=== design 1 ===
File: config.mk
export PLATFORM = sky130hd
export DESIGN_NAME = ac_zone_scheduler
export DESIGN_NICKNAME = d
export VERILOG_FILES = /design/src/rtl/ac_pkg.sv /design/src/rtl/rr_arbiter.sv /design/src/rtl/ac_zone_scheduler.sv
export SDC_FILE = /design/constraint.sdc
export NUM_CORES = 1
export LEC_CHECK = 0
export CAP_MARGIN = 20
export CORE_MARGIN = 3
export CORE_UTILIZATION = 50
export CTS_BUF_LIST = sky130_fd_sc_hd__clkbuf_4
export DETAILED_ROUTE_END_ITERATION = 6
export PLACE_DENSITY_LB_ADDON = 0.3
export RECOVER_POWER = 100
export REMOVE_ABC_BUFFERS = 1
export SLEW_MARGIN = 20
export SYNTH_ARGS = -nofsm -noshare
export SYNTH_HDL_FRONTEND = slang
export SYNTH_HIERARCHICAL = 1
export SYNTH_SLANG_ARGS = --single-unit
File: constraint.sdc
create_clock -name clk -period 2.1 [get_ports clk]
set_input_delay 0.42 -clock clk [delete_from_list [all_inputs] [get_ports clk]]
set_output_delay 0.42 -clock clk [all_outputs]
set_load 0.02 [all_outputs]
File: src/rtl/ac_pkg.sv
// Shared types and helpers for the AC zone scheduler: FSM encoding, temperature
// defaults and the unsigned absolute-difference helper.
package ac_pkg;

  typedef enum logic [2:0] {
    StIdle,
    StLoad,
    StStep,
    StWait,
    StRelease
  } ac_state_e;

  localparam int unsigned DefaultW    = 6;
  localparam int unsigned DefaultHyst = 1;

  // Widest temperature absdiff handles; callers zero-extend into this width so
  // the subtraction never wraps.
  localparam int unsigned MaxW = 16;

  function automatic logic [MaxW-1:0] absdiff(input logic [MaxW-1:0] a,
                                              input logic [MaxW-1:0] b);
    return (a > b) ? (a - b) : (b - a);
  endfunction

endpackage

File: src/rtl/rr_arbiter.sv
// Combinational round-robin pick: first set request at or after ptr, modulo NZ.
module rr_arbiter #(
  parameter int unsigned NZ = 4,
  parameter int unsigned IW = 2
) (
  input  logic [NZ-1:0] req,
  input  logic [IW-1:0] ptr,
  output logic [NZ-1:0] gnt,
  output logic [IW-1:0] idx,
  output logic          valid
);

  int unsigned j;

  always_comb begin
    gnt   = '0;
    idx   = '0;
    valid = 1'b0;
    j     = 0;
    for (int unsigned k = 0; k < NZ; k++) begin
      j = 32'(ptr) + k;
      if (j >= NZ) j = j - NZ;
      if (!valid && req[j[IW-1:0]]) begin
        valid             = 1'b1;
        idx               = j[IW-1:0];
        gnt[j[IW-1:0]]    = 1'b1;
      end
    end
  end

endmodule

File: src/rtl/ac_zone_scheduler.sv
// Time-shares one air-conditioner step engine between NZ zones, round-robin,
// granting a zone whose temperature sits outside the hysteresis band.
module ac_zone_scheduler
  import ac_pkg::*;
#(
  parameter int unsigned NZ      = 4,
  parameter int unsigned W       = DefaultW,
  parameter int unsigned QUANTUM = 4,
  parameter int unsigned HYST    = DefaultHyst
) (
  input  logic            clk,
  input  logic            rst_n,
  input  logic [NZ*W-1:0] zone_temp,
  input  logic [NZ*W-1:0] zone_ideal,
  input  logic [NZ-1:0]   zone_en,
  output logic [W-1:0]    ac_temp,
  output logic [W-1:0]    ac_ideal,
  output logic            ac_step,
  input  logic [W-1:0]    ac_out_temp,
  output logic [NZ-1:0]   grant,
  output logic            busy,
  output logic            done,
  output logic [2:0]      done_zone,
  output logic            done_reached,
  output logic            done_aborted,
  output logic [W-1:0]    cur_temp
);

  localparam int unsigned IW = (NZ > 1) ? $clog2(NZ) : 1;

  ac_state_e     state_q;
  logic [IW-1:0] rr_ptr_q, g_q;
  logic [W-1:0]  work_q, ideal_q, ac_temp_q, ac_ideal_q;
  logic [3:0]    qcnt_q;
  logic [NZ-1:0] grant_q;
  logic          busy_q, done_q, done_reached_q, done_aborted_q, ac_step_q;
  logic [2:0]    done_zone_q;

  logic [NZ-1:0] req, arb_gnt;
  logic [IW-1:0] arb_idx;
  logic          arb_valid;
  logic [W-1:0]  sel_temp, sel_ideal;
  logic          sel_en;

  always_comb begin
    req = '0;
    for (int unsigned i = 0; i < NZ; i++) begin
      req[i] = zone_en[i] &&
               (absdiff(MaxW'(zone_temp[i*W +: W]), MaxW'(zone_ideal[i*W +: W])) >
                MaxW'(HYST));
    end
  end

  // Inputs of the granted zone; only the enable is watched after LOAD.
  always_comb begin
    sel_temp  = '0;
    sel_ideal = '0;
    sel_en    = 1'b0;
    for (int unsigned i = 0; i < NZ; i++) begin
      if (g_q == IW'(i)) begin
        sel_temp  = zone_temp[i*W +: W];
        sel_ideal = zone_ideal[i*W +: W];
        sel_en    = zone_en[i];
      end
    end
  end

  rr_arbiter #(
    .NZ(NZ),
    .IW(IW)
  ) u_rr_arbiter (
    .req  (req),
    .ptr  (rr_ptr_q),
    .gnt  (arb_gnt),
    .idx  (arb_idx),
    .valid(arb_valid)
  );

  always_ff @(posedge clk or negedge rst_n) begin
    if (!rst_n) begin
      state_q        <= StIdle;
      rr_ptr_q       <= '0;
      g_q            <= '0;
      work_q         <= '0;
      ideal_q        <= '0;
      qcnt_q         <= '0;
      grant_q        <= '0;
      busy_q         <= 1'b0;
      done_q         <= 1'b0;
      done_zone_q    <= '0;
      done_reached_q <= 1'b0;
      done_aborted_q <= 1'b0;
      ac_step_q      <= 1'b0;
      ac_temp_q      <= '0;
      ac_ideal_q     <= '0;
    end else begin
      unique case (state_q)
        StIdle: begin
          if (arb_valid) begin
            g_q     <= arb_idx;
            grant_q <= arb_gnt;
            busy_q  <= 1'b1;
            state_q <= StLoad;
          end
        end
        StLoad: begin
          work_q     <= sel_temp;
          ideal_q    <= sel_ideal;
          qcnt_q     <= 4'(QUANTUM);
          ac_step_q  <= 1'b1;
          ac_temp_q  <= sel_temp;
          ac_ideal_q <= sel_ideal;
          state_q    <= StStep;
        end
        StStep: begin
          ac_step_q <= 1'b0;
          state_q   <= StWait;
        end
        StWait: begin
          work_q <= ac_out_temp;
          qcnt_q <= qcnt_q - 4'd1;
          if (!sel_en || (ac_out_temp == ideal_q) || (qcnt_q == 4'd1)) begin
            done_q         <= 1'b1;
            done_zone_q    <= 3'(g_q);
            done_reached_q <= (ac_out_temp == ideal_q);
            done_aborted_q <= !sel_en;
            state_q        <= StRelease;
          end else begin
            ac_step_q <= 1'b1;
            ac_temp_q <= ac_out_temp;
            state_q   <= StStep;
          end
        end
        StRelease: begin
          done_q         <= 1'b0;
          done_zone_q    <= '0;
          done_reached_q <= 1'b0;
          done_aborted_q <= 1'b0;
          grant_q        <= '0;
          busy_q         <= 1'b0;
          rr_ptr_q       <= (32'(g_q) == NZ - 1) ? '0 : g_q + 1'b1;
          state_q        <= StIdle;
        end
        default: state_q <= StIdle;
      endcase
    end
  end

  assign ac_temp      = ac_temp_q;
  assign ac_ideal     = ac_ideal_q;
  assign ac_step      = ac_step_q;
  assign grant        = grant_q;
  assign busy         = busy_q;
  assign done         = done_q;
  assign done_zone    = done_zone_q;
  assign done_reached = done_reached_q;
  assign done_aborted = done_aborted_q;
  assign cur_temp     = work_q;

endmodule

=== design 2 ===
**src/rtl/serial_arith_pkg.sv**
```systemverilog
// Shared definitions for the bit-serial arithmetic blocks: FSM encoding and default width.
package serial_arith_pkg;

  localparam int unsigned WIDTH_DEFAULT = 8;

  typedef enum logic [1:0] {
    ST_IDLE  = 2'd0,
    ST_SHIFT = 2'd1,
    ST_DONE  = 2'd2
  } state_t;

endpackage

```
**src/rtl/full_subtractor.sv**
```systemverilog
// One-bit full subtractor: d = a - b - bin, with borrow out.
module full_subtractor (
  input  logic a,
  input  logic b,
  input  logic bin,
  output logic d,
  output logic bout
);

  assign d    = a ^ b ^ bin;
  assign bout = (~a & b) | (~(a ^ b) & bin);

endmodule

```
**src/rtl/serial_subtractor.sv**
```systemverilog
// Bit-serial unsigned subtractor: computes a - b LSB first, one bit per clock,
// then pulses done with diff/borrow_out valid until the next accepted start.
module serial_subtractor
  import serial_arith_pkg::*;
#(
  parameter int unsigned WIDTH = WIDTH_DEFAULT
) (
  input  logic             clk,
  input  logic             rst,
  input  logic             start,
  input  logic [WIDTH-1:0] a,
  input  logic [WIDTH-1:0] b,
  output logic [WIDTH-1:0] diff,
  output logic             borrow_out,
  output logic             busy,
  output logic             done
);

  localparam int unsigned CNT_W = $clog2(WIDTH + 1);
  localparam logic [CNT_W-1:0] LAST_BIT = CNT_W'(WIDTH - 1);

  state_t           state_q;
  logic [WIDTH-1:0] a_q;
  logic [WIDTH-1:0] b_q;
  logic [WIDTH-1:0] diff_q;
  logic [CNT_W-1:0] cnt_q;
  logic             bin_q;
  logic             borrow_q;
  logic             busy_q;
  logic             done_q;

  logic d_c;
  logic bout_c;

  full_subtractor u_fs (
    .a    (a_q[0]),
    .b    (b_q[0]),
    .bin  (bin_q),
    .d    (d_c),
    .bout (bout_c)
  );

  // FSM and datapath; busy/done are registered alongside the state transitions.
  always_ff @(posedge clk or posedge rst) begin
    if (rst) begin
      state_q  <= ST_IDLE;
      a_q      <= '0;
      b_q      <= '0;
      diff_q   <= '0;
      cnt_q    <= '0;
      bin_q    <= 1'b0;
      borrow_q <= 1'b0;
      busy_q   <= 1'b0;
      done_q   <= 1'b0;
    end else begin
      case (state_q)
        ST_IDLE: begin
          done_q <= 1'b0;
          if (start) begin
            a_q     <= a;
            b_q     <= b;
            bin_q   <= 1'b0;
            cnt_q   <= '0;
            busy_q  <= 1'b1;
            state_q <= ST_SHIFT;
          end
        end
        ST_SHIFT: begin
          // Result bits enter at the MSB so the LSB lands at bit 0 after WIDTH shifts.
          diff_q <= {d_c, diff_q[WIDTH-1:1]};
          a_q    <= {1'b0, a_q[WIDTH-1:1]};
          b_q    <= {1'b0, b_q[WIDTH-1:1]};
          bin_q  <= bout_c;
          cnt_q  <= cnt_q + CNT_W'(1);
          if (cnt_q == LAST_BIT) begin
            borrow_q <= bout_c;
            busy_q   <= 1'b0;
            done_q   <= 1'b1;
            state_q  <= ST_DONE;
          end
        end
        ST_DONE: begin
          done_q  <= 1'b0;
          state_q <= ST_IDLE;
        end
        default: begin
          busy_q  <= 1'b0;
          done_q  <= 1'b0;
          state_q <= ST_IDLE;
        end
      endcase
    end
  end

  assign diff       = diff_q;
  assign borrow_out = borrow_q;
  assign busy       = busy_q;
  assign done       = done_q;

endmodule

```
**config.mk**
```make
export PLATFORM = sky130hd
export DESIGN_NAME = serial_subtractor
export DESIGN_NICKNAME = d
export VERILOG_FILES = /design/src/rtl/serial_arith_pkg.sv /design/src/rtl/full_subtractor.sv /design/src/rtl/serial_subtractor.sv
export SDC_FILE = /design/constraint.sdc
export NUM_CORES = 1
export LEC_CHECK = 0
export CORE_MARGIN = 2
export CORE_UTILIZATION = 60
export CTS_BUF_LIST = sky130_fd_sc_hd__clkbuf_8
export CTS_CLUSTER_SIZE = 8
export DETAILED_ROUTE_END_ITERATION = 10
export DONT_BUFFER_PORTS = 1
export PLACE_DENSITY = 0.76
export SLEW_MARGIN = 0
export SYNTH_ARGS = -nofsm -noshare
export SYNTH_HDL_FRONTEND = slang
export SYNTH_SLANG_ARGS = --single-unit
```
**constraint.sdc**
```tcl
create_clock -name clk -period 1.6 [get_ports clk]
set_input_delay 0.32 -clock clk [delete_from_list [all_inputs] [get_ports clk]]
set_output_delay 0.32 -clock clk [all_outputs]
set_load 0.02 [all_outputs]
```
=== design 3 ===
==> config.mk <==
export PLATFORM = sky130hd
export DESIGN_NAME = i2s_rx
export DESIGN_NICKNAME = d
export VERILOG_FILES = /design/src/rtl/audio_pkg.sv /design/src/rtl/i2s_sync_edge.sv /design/src/rtl/i2s_rx.sv
export SDC_FILE = /design/constraint.sdc
export NUM_CORES = 1
export LEC_CHECK = 0
export CORE_AREA = 10 10 119 121
export CTS_CLUSTER_DIAMETER = 120
export DETAILED_ROUTE_END_ITERATION = 10
export DIE_AREA = 0 0 129 131
export PLACE_DENSITY = 0.76
export REMOVE_ABC_BUFFERS = 1
export SYNTH_ARGS = -nofsm -noshare
export SYNTH_HDL_FRONTEND = slang
export SYNTH_SLANG_ARGS = --single-unit
export TNS_END_PERCENT = 5
==> constraint.sdc <==
create_clock -name clk -period 2.59 [get_ports clk]
set_input_delay 0.777 -clock clk [delete_from_list [all_inputs] [get_ports clk]]
set_output_delay 0.777 -clock clk [all_outputs]
set_load 0.02 [all_outputs]
==> src/rtl/audio_pkg.sv <==
// Shared audio constants and the I2S receiver state encoding.
package audio_pkg;
    localparam int SAMPLE_WIDTH  = 24;
    localparam int I2S_SLOT_BITS = 32;

    typedef enum logic [1:0] {
        IDLE  = 2'd0,
        LEFT  = 2'd1,
        RIGHT = 2'd2
    } i2s_state_t;
endpackage

==> src/rtl/i2s_sync_edge.sv <==
// Two-flop synchroniser followed by one output register.
// EDGE=1 gives a registered rising-edge pulse; EDGE=0 gives the level, delayed to the same depth.
module i2s_sync_edge #(
    parameter bit EDGE = 1'b1
) (
    input  logic clk,
    input  logic rst_n,
    input  logic din,
    output logic q
);
    logic [1:0] sync;
    logic       prev;

    always_ff @(posedge clk) begin
        if (!rst_n) begin
            sync <= 2'b00;
            prev <= 1'b0;
            q    <= 1'b0;
        end else begin
            sync <= {sync[0], din};
            prev <= sync[1];
            // Both variants share depth so ws/sd line up with the sclk rise pulse
            q    <= EDGE ? (sync[1] & ~prev) : prev;
        end
    end
endmodule

==> src/rtl/i2s_rx.sv <==
// Stereo I2S receiver: delivers left/right WIDTH-bit sample pairs with a one-cycle valid strobe.
// Optional slot-length checking is built when I2S_RX_FRAME_CHECK_EN is defined.
module i2s_rx
    import audio_pkg::*;
#(
    parameter int WIDTH     = SAMPLE_WIDTH,
    parameter int SLOT_BITS = I2S_SLOT_BITS
) (
    input  logic             clk,
    input  logic             rst_n,
    input  logic             i2s_sclk,
    input  logic             i2s_ws,
    input  logic             i2s_sd,
    output logic [WIDTH-1:0] left_sample,
    output logic [WIDTH-1:0] right_sample,
    output logic             sample_valid,
    output logic             frame_err
);
    localparam int IDX_W = $clog2(WIDTH);

    logic             sclk_rise;
    logic             ws_s;
    logic             sd_s;
    logic             ws_prev;
    logic             ws_edge;
    logic [5:0]       cnt;
    logic [WIDTH-1:0] shreg;
    logic [WIDTH-1:0] hold;
    logic [WIDTH-1:0] word;
    logic [IDX_W-1:0] idx;
    i2s_state_t       state;

    i2s_sync_edge #(.EDGE(1'b1)) u_sclk (.clk(clk), .rst_n(rst_n), .din(i2s_sclk), .q(sclk_rise));
    i2s_sync_edge #(.EDGE(1'b0)) u_ws   (.clk(clk), .rst_n(rst_n), .din(i2s_ws),   .q(ws_s));
    i2s_sync_edge #(.EDGE(1'b0)) u_sd   (.clk(clk), .rst_n(rst_n), .din(i2s_sd),   .q(sd_s));

    // Bits land at their left-justified position, so short slots come out zero-filled
    // and anything past WIDTH bits is simply not written.
    always_comb begin
        word    = shreg;
        idx     = IDX_W'(WIDTH - 1 - int'(cnt));
        if (int'(cnt) < WIDTH)
            word[idx] = sd_s;
        ws_edge = sclk_rise && (ws_s != ws_prev);
    end

    always_ff @(posedge clk) begin
        if (!rst_n) begin
            state        <= IDLE;
            ws_prev      <= 1'b0;
            cnt          <= '0;
            shreg        <= '0;
            hold         <= '0;
            left_sample  <= '0;
            right_sample <= '0;
            sample_valid <= 1'b0;
        end else begin
            sample_valid <= 1'b0;
            if (sclk_rise) begin
                ws_prev <= ws_s;
                if (ws_edge) begin
                    shreg <= '0;
                    cnt   <= '0;
                end else begin
                    shreg <= word;
                    if (cnt != 6'd63)
                        cnt <= cnt + 6'd1;
                end
            end
            // The bit carried on the ws-change rise is the LSB of the closing slot
            if (ws_edge) begin
                case (state)
                    IDLE: if (!ws_s) state <= LEFT;
                    LEFT: begin
                        hold  <= word;
                        state <= RIGHT;
                    end
                    RIGHT: begin
                        left_sample  <= hold;
                        right_sample <= word;
                        sample_valid <= 1'b1;
                        state        <= LEFT;
                    end
                    default: state <= IDLE;
                endcase
            end
        end
    end

`ifdef I2S_RX_FRAME_CHECK_EN
    logic [6:0] slot_len;
    assign slot_len = {1'b0, cnt} + 7'd1;

    always_ff @(posedge clk) begin
        if (!rst_n)
            frame_err <= 1'b0;
        else if (ws_edge && state != IDLE && slot_len != 7'(SLOT_BITS))
            frame_err <= 1'b1;
    end
`else
    assign frame_err = 1'b0;
`endif
endmodule
=== design 4 ===
--- src/rtl/rob.sv ---
// rtl/rob.sv - in-order reorder buffer: tail allocation, id writeback, head retire, mispredict flush
module rob #(
  parameter int ROB_WIDTH_BIT = 4,
  parameter int ROB_WIDTH     = 1 << ROB_WIDTH_BIT
) (
  input  logic                     clk_in,
  input  logic                     rst_in,
  input  logic                     rdy_in,
  output logic                     rob_full,
  output logic [ROB_WIDTH_BIT-1:0] rob_tail,
  input  logic                     issue_valid,
  input  logic [1:0]               issue_type,
  input  logic [4:0]               issue_rd,
  input  logic                     issue_pred,
  input  logic [31:0]              issue_alt_pc,
  input  logic                     rs_to_rob,
  input  logic [ROB_WIDTH_BIT-1:0] rs_rob_id,
  input  logic [31:0]              rs_value,
  input  logic [31:0]              rs_new_pc,
  input  logic                     lsb_to_rob,
  input  logic [ROB_WIDTH_BIT-1:0] lsb_rob_id,
  input  logic [31:0]              lsb_value,
  input  logic [ROB_WIDTH_BIT-1:0] qj_id,
  input  logic [ROB_WIDTH_BIT-1:0] qk_id,
  output logic                     qj_rdy,
  output logic                     qk_rdy,
  output logic [31:0]              qj_val,
  output logic [31:0]              qk_val,
  output logic                     commit_reg_en,
  output logic [4:0]               commit_rd,
  output logic [31:0]              commit_value,
  output logic [ROB_WIDTH_BIT-1:0] commit_id,
  output logic                     commit_store,
  output logic                     clear_all,
  output logic [31:0]              new_pc
);

  localparam logic [1:0] TYPE_REG    = 2'd0;
  localparam logic [1:0] TYPE_BRANCH = 2'd1;
  localparam logic [1:0] TYPE_JALR   = 2'd2;
  localparam logic [1:0] TYPE_STORE  = 2'd3;
  localparam logic [ROB_WIDTH_BIT:0]   FULL_COUNT = (ROB_WIDTH_BIT + 1)'(ROB_WIDTH);
  localparam logic [ROB_WIDTH_BIT:0]   CNT_ONE    = 1;
  localparam logic [ROB_WIDTH_BIT-1:0] ID_ONE     = 1;

  logic [ROB_WIDTH_BIT-1:0] head;
  logic [ROB_WIDTH_BIT-1:0] tail;
  logic [ROB_WIDTH_BIT:0]   count;

  logic        busy     [ROB_WIDTH];
  logic        ready    [ROB_WIDTH];
  logic [1:0]  ent_type [ROB_WIDTH];
  logic [4:0]  ent_rd   [ROB_WIDTH];
  logic        ent_pred [ROB_WIDTH];
  logic [31:0] ent_alt  [ROB_WIDTH];
  logic [31:0] ent_val  [ROB_WIDTH];

  logic do_issue;
  logic do_commit;
  logic head_redirect;

  assign rob_full      = (count == FULL_COUNT);
  assign rob_tail      = tail;
  // rob_full is the pre-commit occupancy, so a full buffer never issues even while retiring
  assign do_issue      = issue_valid && !rob_full;
  assign do_commit     = busy[head] && ready[head];
  assign head_redirect = (ent_type[head] == TYPE_JALR) ||
                         ((ent_type[head] == TYPE_BRANCH) && (ent_val[head][0] != ent_pred[head]));

  // Operand lookup: same-cycle writebacks bypass storage, RS taking precedence over LSB
  always_comb begin
    qj_rdy = ready[qj_id];
    qj_val = ent_val[qj_id];
    qk_rdy = ready[qk_id];
    qk_val = ent_val[qk_id];
    if (lsb_to_rob && lsb_rob_id == qj_id) begin qj_rdy = 1'b1; qj_val = lsb_value; end
    if (rs_to_rob  && rs_rob_id  == qj_id) begin qj_rdy = 1'b1; qj_val = rs_value;  end
    if (lsb_to_rob && lsb_rob_id == qk_id) begin qk_rdy = 1'b1; qk_val = lsb_value; end
    if (rs_to_rob  && rs_rob_id  == qk_id) begin qk_rdy = 1'b1; qk_val = rs_value;  end
  end

  // Queue state, writebacks, retirement and registered commit/flush outputs
  always_ff @(posedge clk_in) begin
    if (rst_in) begin
      head          <= '0;
      tail          <= '0;
      count         <= '0;
      commit_reg_en <= 1'b0;
      commit_rd     <= '0;
      commit_value  <= '0;
      commit_id     <= '0;
      commit_store  <= 1'b0;
      clear_all     <= 1'b0;
      new_pc        <= '0;
      for (int i = 0; i < ROB_WIDTH; i++) begin
        busy[i]  <= 1'b0;
        ready[i] <= 1'b0;
      end
    end else if (!rdy_in) begin
      commit_reg_en <= 1'b0;
      commit_store  <= 1'b0;
      clear_all     <= 1'b0;
    end else begin
      commit_reg_en <= 1'b0;
      commit_store  <= 1'b0;
      clear_all     <= 1'b0;
      if (do_commit) begin
        commit_rd     <= ent_rd[head];
        commit_value  <= ent_val[head];
        commit_id     <= head;
        commit_reg_en <= ((ent_type[head] == TYPE_REG) || (ent_type[head] == TYPE_JALR)) &&
                         (ent_rd[head] != 5'd0);
        commit_store  <= (ent_type[head] == TYPE_STORE);
        if (head_redirect) begin
          clear_all <= 1'b1;
          new_pc    <= ent_alt[head];
        end
      end
      if (do_commit && head_redirect) begin
        // Redirect drops every in-flight entry, including this cycle's issue and writebacks
        head  <= '0;
        tail  <= '0;
        count <= '0;
        for (int i = 0; i < ROB_WIDTH; i++) begin
          busy[i]  <= 1'b0;
          ready[i] <= 1'b0;
        end
      end else begin
        if (lsb_to_rob && busy[lsb_rob_id]) begin
          ready[lsb_rob_id] <= 1'b1;
          if (ent_type[lsb_rob_id] != TYPE_STORE) ent_val[lsb_rob_id] <= lsb_value;
        end
        if (rs_to_rob && busy[rs_rob_id]) begin
          ready[rs_rob_id]   <= 1'b1;
          ent_val[rs_rob_id] <= rs_value;
          if (ent_type[rs_rob_id] == TYPE_JALR) ent_alt[rs_rob_id] <= rs_new_pc;
        end
        if (do_issue) begin
          busy[tail]     <= 1'b1;
          ready[tail]    <= 1'b0;
          ent_type[tail] <= issue_type;
          ent_rd[tail]   <= issue_rd;
          ent_pred[tail] <= issue_pred;
          ent_alt[tail]  <= issue_alt_pc;
          tail           <= tail + ID_ONE;
        end
        if (do_commit) begin
          busy[head] <= 1'b0;
          head       <= head + ID_ONE;
        end
        if (do_issue && !do_commit)      count <= count + CNT_ONE;
        else if (!do_issue && do_commit) count <= count - CNT_ONE;
      end
    end
  end

endmodule
--- config.mk ---
export PLATFORM = sky130hd
export DESIGN_NAME = rob
export DESIGN_NICKNAME = d
export VERILOG_FILES = /design/src/rtl/rob.sv
export SDC_FILE = /design/constraint.sdc
export NUM_CORES = 2
export LEC_CHECK = 0
export CORE_MARGIN = 3
export CORE_UTILIZATION = 35
export DETAILED_ROUTE_END_ITERATION = 8
export GPL_TIMING_DRIVEN = 0
export PLACE_DENSITY_LB_ADDON = 0.12
export REMOVE_ABC_BUFFERS = 1
export SYNTH_ARGS = -nofsm -noshare
export SYNTH_HDL_FRONTEND = slang
export SYNTH_SLANG_ARGS = --single-unit
--- constraint.sdc ---
create_clock -name clk_in -period 10.27 [get_ports clk_in]
set_clock_uncertainty 0.15 [all_clocks]
set_input_delay 2.054 -clock clk_in [delete_from_list [all_inputs] [get_ports clk_in]]
set_output_delay 2.054 -clock clk_in [all_outputs]
set_load 0.03 [all_outputs]
### I/O pins on the die edge, design 2

(8 px per um) Pins as bars across the die edge, other pins in grey.
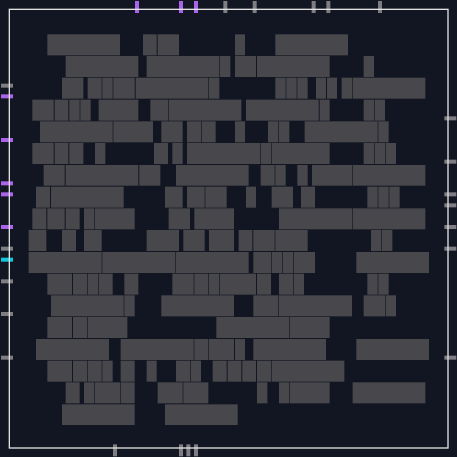
legend:
  start:
    colour: cyan
    pins: 1
    direction: input
    edge: west
  b:
    colour: purple
    pins: 8
    direction: input
    edge: 5 west, 3 north
all pins by edge: 11 west, 8 north, 7 east, 4 south
vertical die dimension: 54.67 um
number of port buffers: 0
Die W: 54.67 um

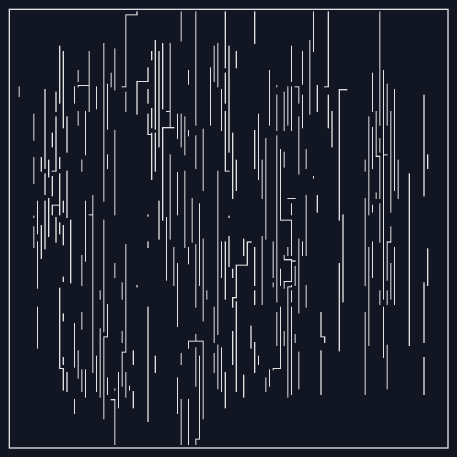
*Signal wires on met2, design 2*
(8 px per um)
share of all routed wire: 49%
wire length on this layer: 1360 um
sum of routed wire length over all layers: 2772 um
count of vias placed by the detailed router: 1118

==> flow_results.org, design 2 <==
#+TITLE: Synthesis and PnR summary

** Routing
- Top routing layer used :: met4
- Average wire per standard cell :: around 14 um
- Per-cell via count in the routed design :: around 5.8
- DRT iter0 DRCs :: 35
- In the detailed route, the total length drawn on met2 is between 1000 and 1500 um.

** STA
- In this build the clock could be raised as far as slightly below 700 MHz.
- The smallest clock period supported by the final layout is computed as 1.454 ns.

** Finish
- Share of post-route cells with drive strength above 1 :: 0.09816
- Fraction of area in clock buffers and inverters :: 0.06632

** Clock network
- Per the CTS log, the maximum H-tree level is 2.

** Yosys
- Counting the warning lines in the Yosys log gives 0.
- Chip area from the yosys synthesis statistics :: 1540 um^2
- Flip-flop cell with the highest count after synthesis :: sky130_fd_sc_hd__dfrtp_1
- Post-synth top area cell :: sky130_fd_sc_hd__dfrtp_1

** Floorplan
- Core Box Area :: 2455 um^2

** Setup path
- On the critical path, the stage with the largest delay is an instance of sky130_fd_sc_hd__nor2b_1.
- Setup slack of the most critical reg-to-reg path :: between 0.1 and 0.15 ns
- Along the worst path, the maximum fanout reaches 11.

** Power and ir drop
- Lkg Pwr :: roughly 0.8 nW

** Status
- The flow ran to the end, and the final reports show no timing, DRC or antenna violations.
==> design 2: registers in the layout, summed over array words and instances (netlist names) <==
| signal | cells |
|---|---|
| diff | 8 |
| a_q | 8 |
| cnt_q | 4 |
| busy | 1 |
| state_q | 2 |
| b_q | 8 |
| done | 1 |
| bin_q | 1 |
| borrow_out | 1 |
==> design 2: kinds of logic (layout without fill, tap and decap cells) <==
logic type	Yosys count	count (layout)	share of synthesized area
muxes	1	1	0.007311
buffers and inverters	15	18	0.05686
adders and majority gates	2	2	0.02112
AOI/OAI and AO/OA	43	43	0.1641
DFF	34	34	0.5524
and+or+nand+nor	65	65	0.1982
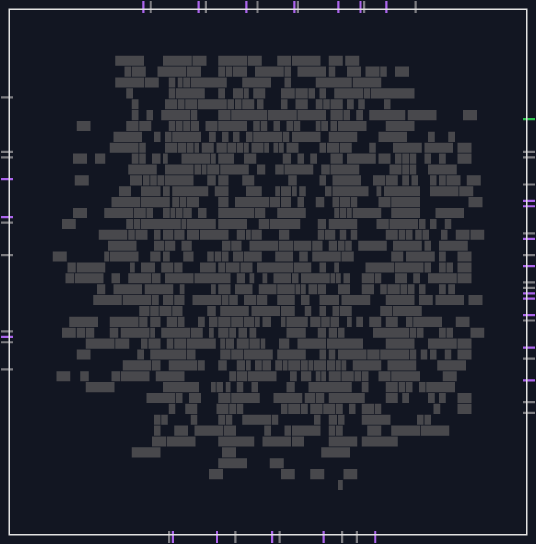
*I/O pins on the die edge, design 3*
(4 px per um) Pins as bars across the die edge, other pins in grey.
legend:
  sample_valid:
    colour: green
    pins: 1
    direction: output
    edge: east
  right_sample:
    colour: purple
    pins: 24
    direction: output
    edge: 9 east, 7 north, 5 south, 3 west
vertical die dimension: 131 um
Die W: 129 um
number of port buffers: 53

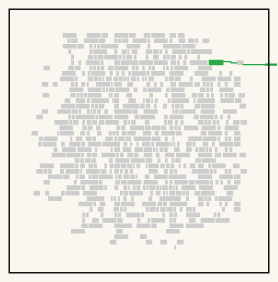
*Nets reached from selected ports, design 3*
(2 px per um)
legend:
  sample_valid:
    colour: green
    direction: output
    edge: east
    end_cells: 1
    wire: 19.5 um
# IOs: 55

==> flow_results.org, design 3 <==
#+TITLE: Synthesis and PnR summary

** Status
- Status :: completed

** Yosys
- Fraction of registers with async set/reset :: 0
- For reference, the mux area share after synthesis is 0.005971.
- Most frequently used cell type in the post-synthesis netlist :: sky130_fd_sc_hd__dfxtp_1
- Per the synthesis report, the AND-OR/OR-AND share of the synthesized area is 0.2677.
- After synthesis, the design contains between 500 and 600 cells according to Yosys.
- Flops after synth :: about 120

** Setup path
- Top delay family on crit path :: buffers and inverters
- The critical path maximum fanout is 2.
- The most critical setup path has its endpoint at right_sample[9].

** Worst hold path
- WHS Endpoint :: u_sclk.q

** Global routing
- Summed over all routing layers, the global router reports a total usage of 0.1732.

** Finish
- Per the cell usage report, the commonest logic cells after layout are sky130_fd_sc_hd__dfxtp_1, sky130_fd_sc_hd__a21oi_1, sky130_fd_sc_hd__nand3_1, sky130_fd_sc_hd__clkdlybuf4s50_1, sky130_fd_sc_hd__a311oi_1.
- Synth-to-layout area growth :: 21.97%
- The layout stage reports a final design area of 6390 um^2.

** Floorplan
- The floorplan step records an initial core utilization of 0.4435.
- The die covers 16900 um^2.
- The floorplan step defined a core boundary enclosing around 12000 um^2.

** Placed design
- Global placer's final weighted congestion :: about 0.85

** STA
- Count of final hold-check violations :: 0
- Worst-margin pin slew :: 1.043 ns
- Time the final worst path needs with I/O delays and setup :: 2.173 ns
- Per the finish-stage timing summary, setup violations number 0.

** Power and ir drop
- Power attributed to the clock group :: 2.27 mW

** Clock network
- Clock buffers created by TritonCTS :: 17
- Buffers inserted to repair hold after CTS numbered 0.
==> design 3: layout make-up <==
| type | instances | area (um^2) |
|---|---|---|
| clock buffer | 23 | 467.9 |
| clock inverter | 9 | 101.3 |
| fill | 1071 | 5421 |
| inverter | 12 | 45.04 |
| multi-input combinational | 391 | 2516 |
| sequential | 118 | 2362 |
| tap | 147 | 183.9 |
| timing repair buffer | 74 | 713.2 |
==> design 3: layer usage <==
metal  track usage  up-vias  part of all wire
met3       0.05882       17             0.090
met4       0.07224        0             0.012
li1              -     2298                 -
met1        0.2071     2338              0.42
met2        0.2797      223              0.48
met5             0        -                 0
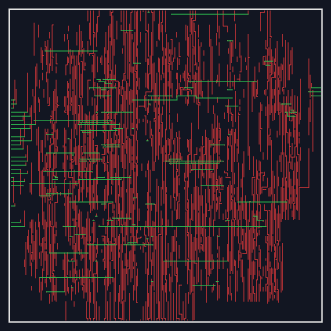
*Metal layers overlaid, design 1*
(3 px per um) Two of the layers only.
legend:
  metal 3:
    colour: green
    wire_length: 726 um
  metal 2:
    colour: red
    wire_length: 8350 um
average wire per standard cell: 16.84 um
total routing usage reported by global routing: 0.2899
sum of routed wire length over all layers: 15980 um
count of vias placed by the detailed router: 5297

==> flow_results.org, design 1 <==
#+TITLE: Synthesis and PnR summary

** Status
- Status :: finished, violations left
- Violated checks :: negative setup slack

** Power and ir drop
- The power report puts the leakage power at between 3 and 4 nW.
- Summed over the clock group, the power is ~0.53 mW.
- IR drop worst, VDD :: around 900 uV

** STA
- PnR worst setup slack :: -1.415 ns
- Endpoints with negative setup slack in the final report add up to 11.

** Floorplan
- The report lists the number of standard-cell rows as 35.
- From bottom edge to top edge, the die measures around 100 um.
- Area of the die :: ~11000 um^2

** Yosys
- Most frequently used cell type in the post-synthesis netlist :: sky130_fd_sc_hd__inv_1
- Commonest cells post-synth :: sky130_fd_sc_hd__inv_1, sky130_fd_sc_hd__ha_1, sky130_fd_sc_hd__nand2_1, sky130_fd_sc_hd__a21oi_1, sky130_fd_sc_hd__o21ai_0
- Ao+oa area frac :: 0.2639
- Post-synth tally of flip-flops with integrated enable :: 0
- Yosys reported that registers with async set or reset make up 1.000.

** Finish
- The fraction of cell area in multi-input combinational cells is reported as 0.5168.
- The repair_antennas step left the layout with diodes totalling 0.
- The layout report lists the non-clock buffer share of cell area as 0.2775.
- Post-route non-filler standard cell count :: between 900 and 1000
- Logic Gate Count :: between 400 and 500

** Setup path
- Critical path peak fanout :: 6
- STA classifies the critical path endpoint as a flop.
- The number of buffers and inverters on the critical path is 4.
- The required time at the worst endpoint is listed as 2.39 ns.
- The launch point of the worst register-to-register path is recorded as rr_ptr_q[1].
- Worst reg2reg path depth :: 9

** Worst hold path
- Kind of path behind the tightest hold check :: primary input to async pin

** Placed design
- In this run, placement finished with an instance count of about 930.

** Global routing
- met3 track demand over resource after global routing is 0.03489.
-- design 1: state kept, by name, indices dropped and copies added, names as in the netlist --
| signal | cells |
|---|---|
| done | 1 |
| ac_ideal | 6 |
| grant | 4 |
| g_q | 2 |
| ac_temp | 6 |
| state_q | 3 |
| cur_temp | 6 |
| busy | 1 |
| rr_ptr_q | 2 |
| ac_step | 1 |
| done_reached | 1 |
| qcnt_q | 4 |
| done_zone | 2 |
| done_aborted | 1 |
-- design 1: timing repair --
item,in CTS,in global routing
hold buffers,0,0
gates resized,137,36
endpoints found under the setup margin,8,23
pin swaps,35,23
buffers inserted,8,4
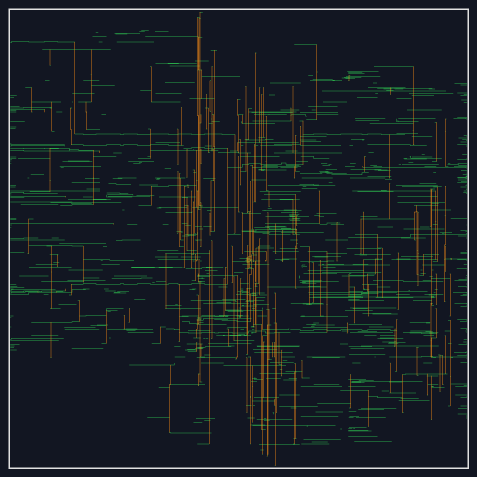
*Metal layers overlaid, design 4*
(1 px per um) Two of the layers only.
legend:
  metal 4:
    colour: orange
    wire_length: 9870 um
  metal 3:
    colour: green
    wire_length: 16200 um
sum of routed wire length over all layers: 258700 um
average wire per standard cell: 35.32 um
count of vias placed by the detailed router: 44110

==> flow_results.org, design 4 <==
#+TITLE: Synthesis and PnR summary

** Yosys
- For reference, the top cells by count after synthesis are sky130_fd_sc_hd__edfxtp_1, sky130_fd_sc_hd__mux2_2, sky130_fd_sc_hd__mux4_2, sky130_fd_sc_hd__clkbuf_1, sky130_fd_sc_hd__nand2_1.
- Portion of the post-synthesis area used by sequential elements :: 0.5201
- Yosys instantiated no cell more often than sky130_fd_sc_hd__edfxtp_1.

** Floorplan
- The core region is approximately 200000 um^2.
- In this run the full chip footprint comes out at about 210000 um^2.
- Measured along the x axis, the die boundary spans 457.4 um.
- Fraction of the core area occupied by cells at floorplan :: 0.3525

** Routing
- After detailed routing, the number of vias per cell comes to 6.024.
- The routed design uses between 15000 and 20000 um of met3 wire.

** Status
- Status :: completed

** Finish
- Once layout is done, the placed cells without fillers occupy 86440 um^2.
- In the final layout, the clock buffer count is approximately 230.
- Non-clock inverters in the final layout number 28.
- Register share of the cell area :: 0.4295
- The most common logic cells in the final layout are sky130_fd_sc_hd__edfxtp_1, sky130_fd_sc_hd__mux2_2, sky130_fd_sc_hd__mux4_2, sky130_fd_sc_hd__clkdlybuf4s50_1, sky130_fd_sc_hd__nand2_1.

** Clock network
- CTS tree :: built
- The report puts the hold buffer count at CTS at 0.
- The timing report gives the clock slew at the launch and capture registers of the worst setup and hold paths as approximately 0.050 ns.
- The clock passes through at most 3 buffers.

** Placed design
- Detailed placement ended at an HPWL of approximately 170000 um.
- After detailed placement, the design holds a cell count of between 7000 and 8000.

** Setup path
- The OpenROAD report gives the critical path a data arrival time of between 6 and 7 ns.
- Per STA, the worst path is made up of clkdlybuf4s50_1, xnor2_1, nand2_1, nor4_2, buf_4, buf_4, buf_4, mux2i_1, o21ai_0, clkdlybuf4s50_1.
- Across all register-to-register paths, the minimum setup slack is around 4.1 ns.

** Global routing
- Entering global routing, the biggest net connects around 80 pins.
- Met2 Usage GRT :: 0.3990
- Met3 GRT Util :: 0.04327
- The total overflow left after global routing is 0.

** STA
- Per the final timing report, the hold violations number 0.

** Worst hold path
- Hold analysis shows the worst path with a depth of 2.
-- design 4: where the power goes --
part / total (mW) / switching, mW / internal (mW)
registers: 5.68 / 0.00657 / 5.67
logic: 1.02 / 0.545 / 0.473
clock network: 5.53 / 2.36 / 3.17
-- design 4: cells by family after synthesis --
family,Yosys count,share of synthesized area
AOI/OAI and AO/OA,299,0.02782
and+or+nand+nor,370,0.02412
adders and majority gates,12,0.002210
buffers and inverters,529,0.03093
muxes,1785,0.3920
DFF,1277,0.5201
xor gates and xnor gates,23,0.002824


==> screenshots <==
Placement view.
shot_01.png
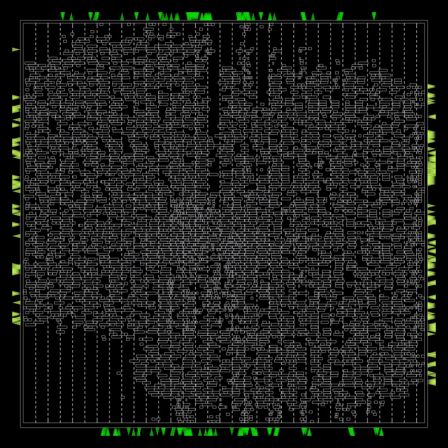
shot_02.png
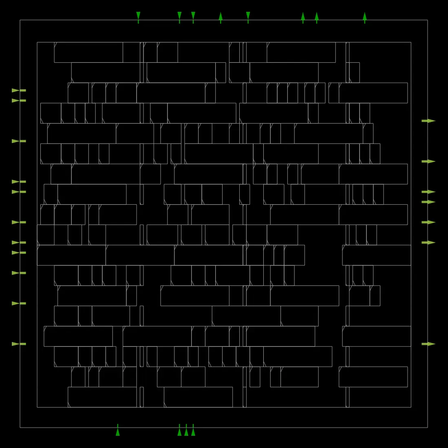
shot_03.png
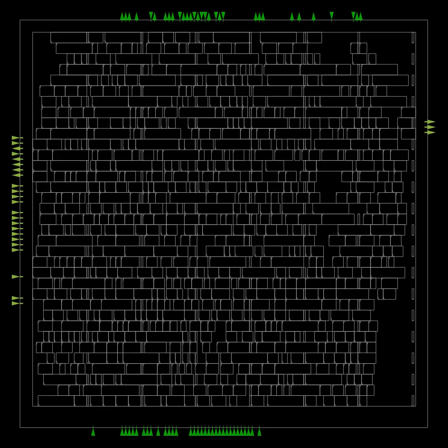
shot_04.png
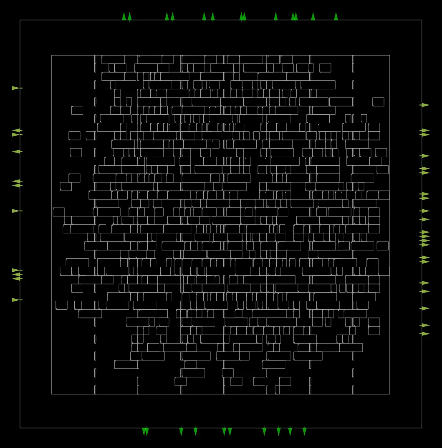
The one with the highest utilization is shot_03.png.
The one with the most sequential cells is shot_01.png.
| from | picture |
|---|---|
| design 1 | shot_03.png |
| design 4 | shot_01.png |
| design 2 | shot_02.png |
| design 3 | shot_04.png |


==> screenshots <==
Signal wires on met2.
image #1
(4 px per um)
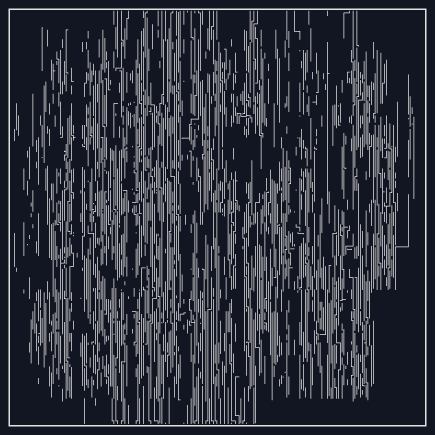
image #2
(1 px per um)
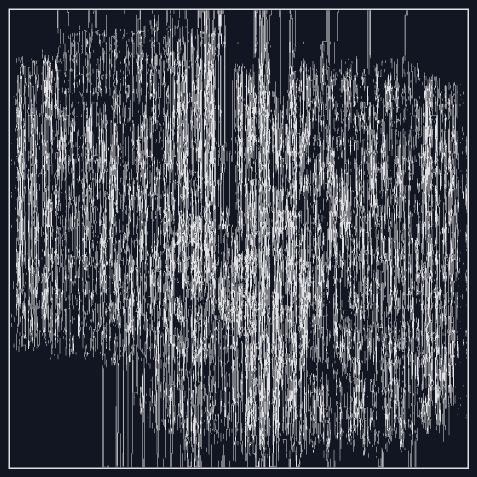
image #3
(4 px per um)
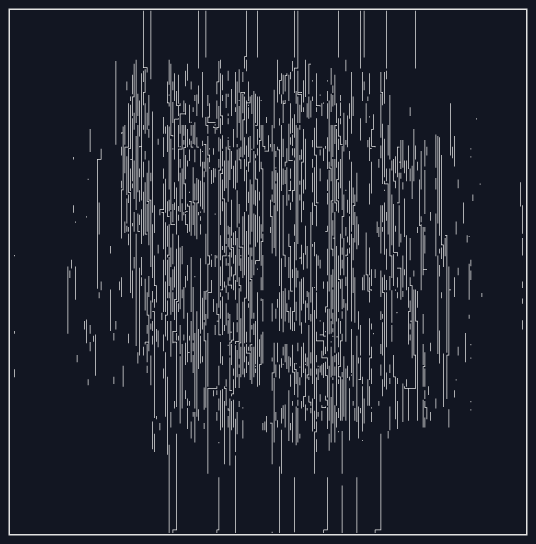
- smallest die: image #1
- largest die: image #2
image #3 -> design 3
image #2 -> design 4
image #1 -> design 1

Key to image #3:
longest straight run: 35.0 um
nets with wire on the layer: 529
wire length on this layer: 6790 um

Power and IR drop assume default switching activity.
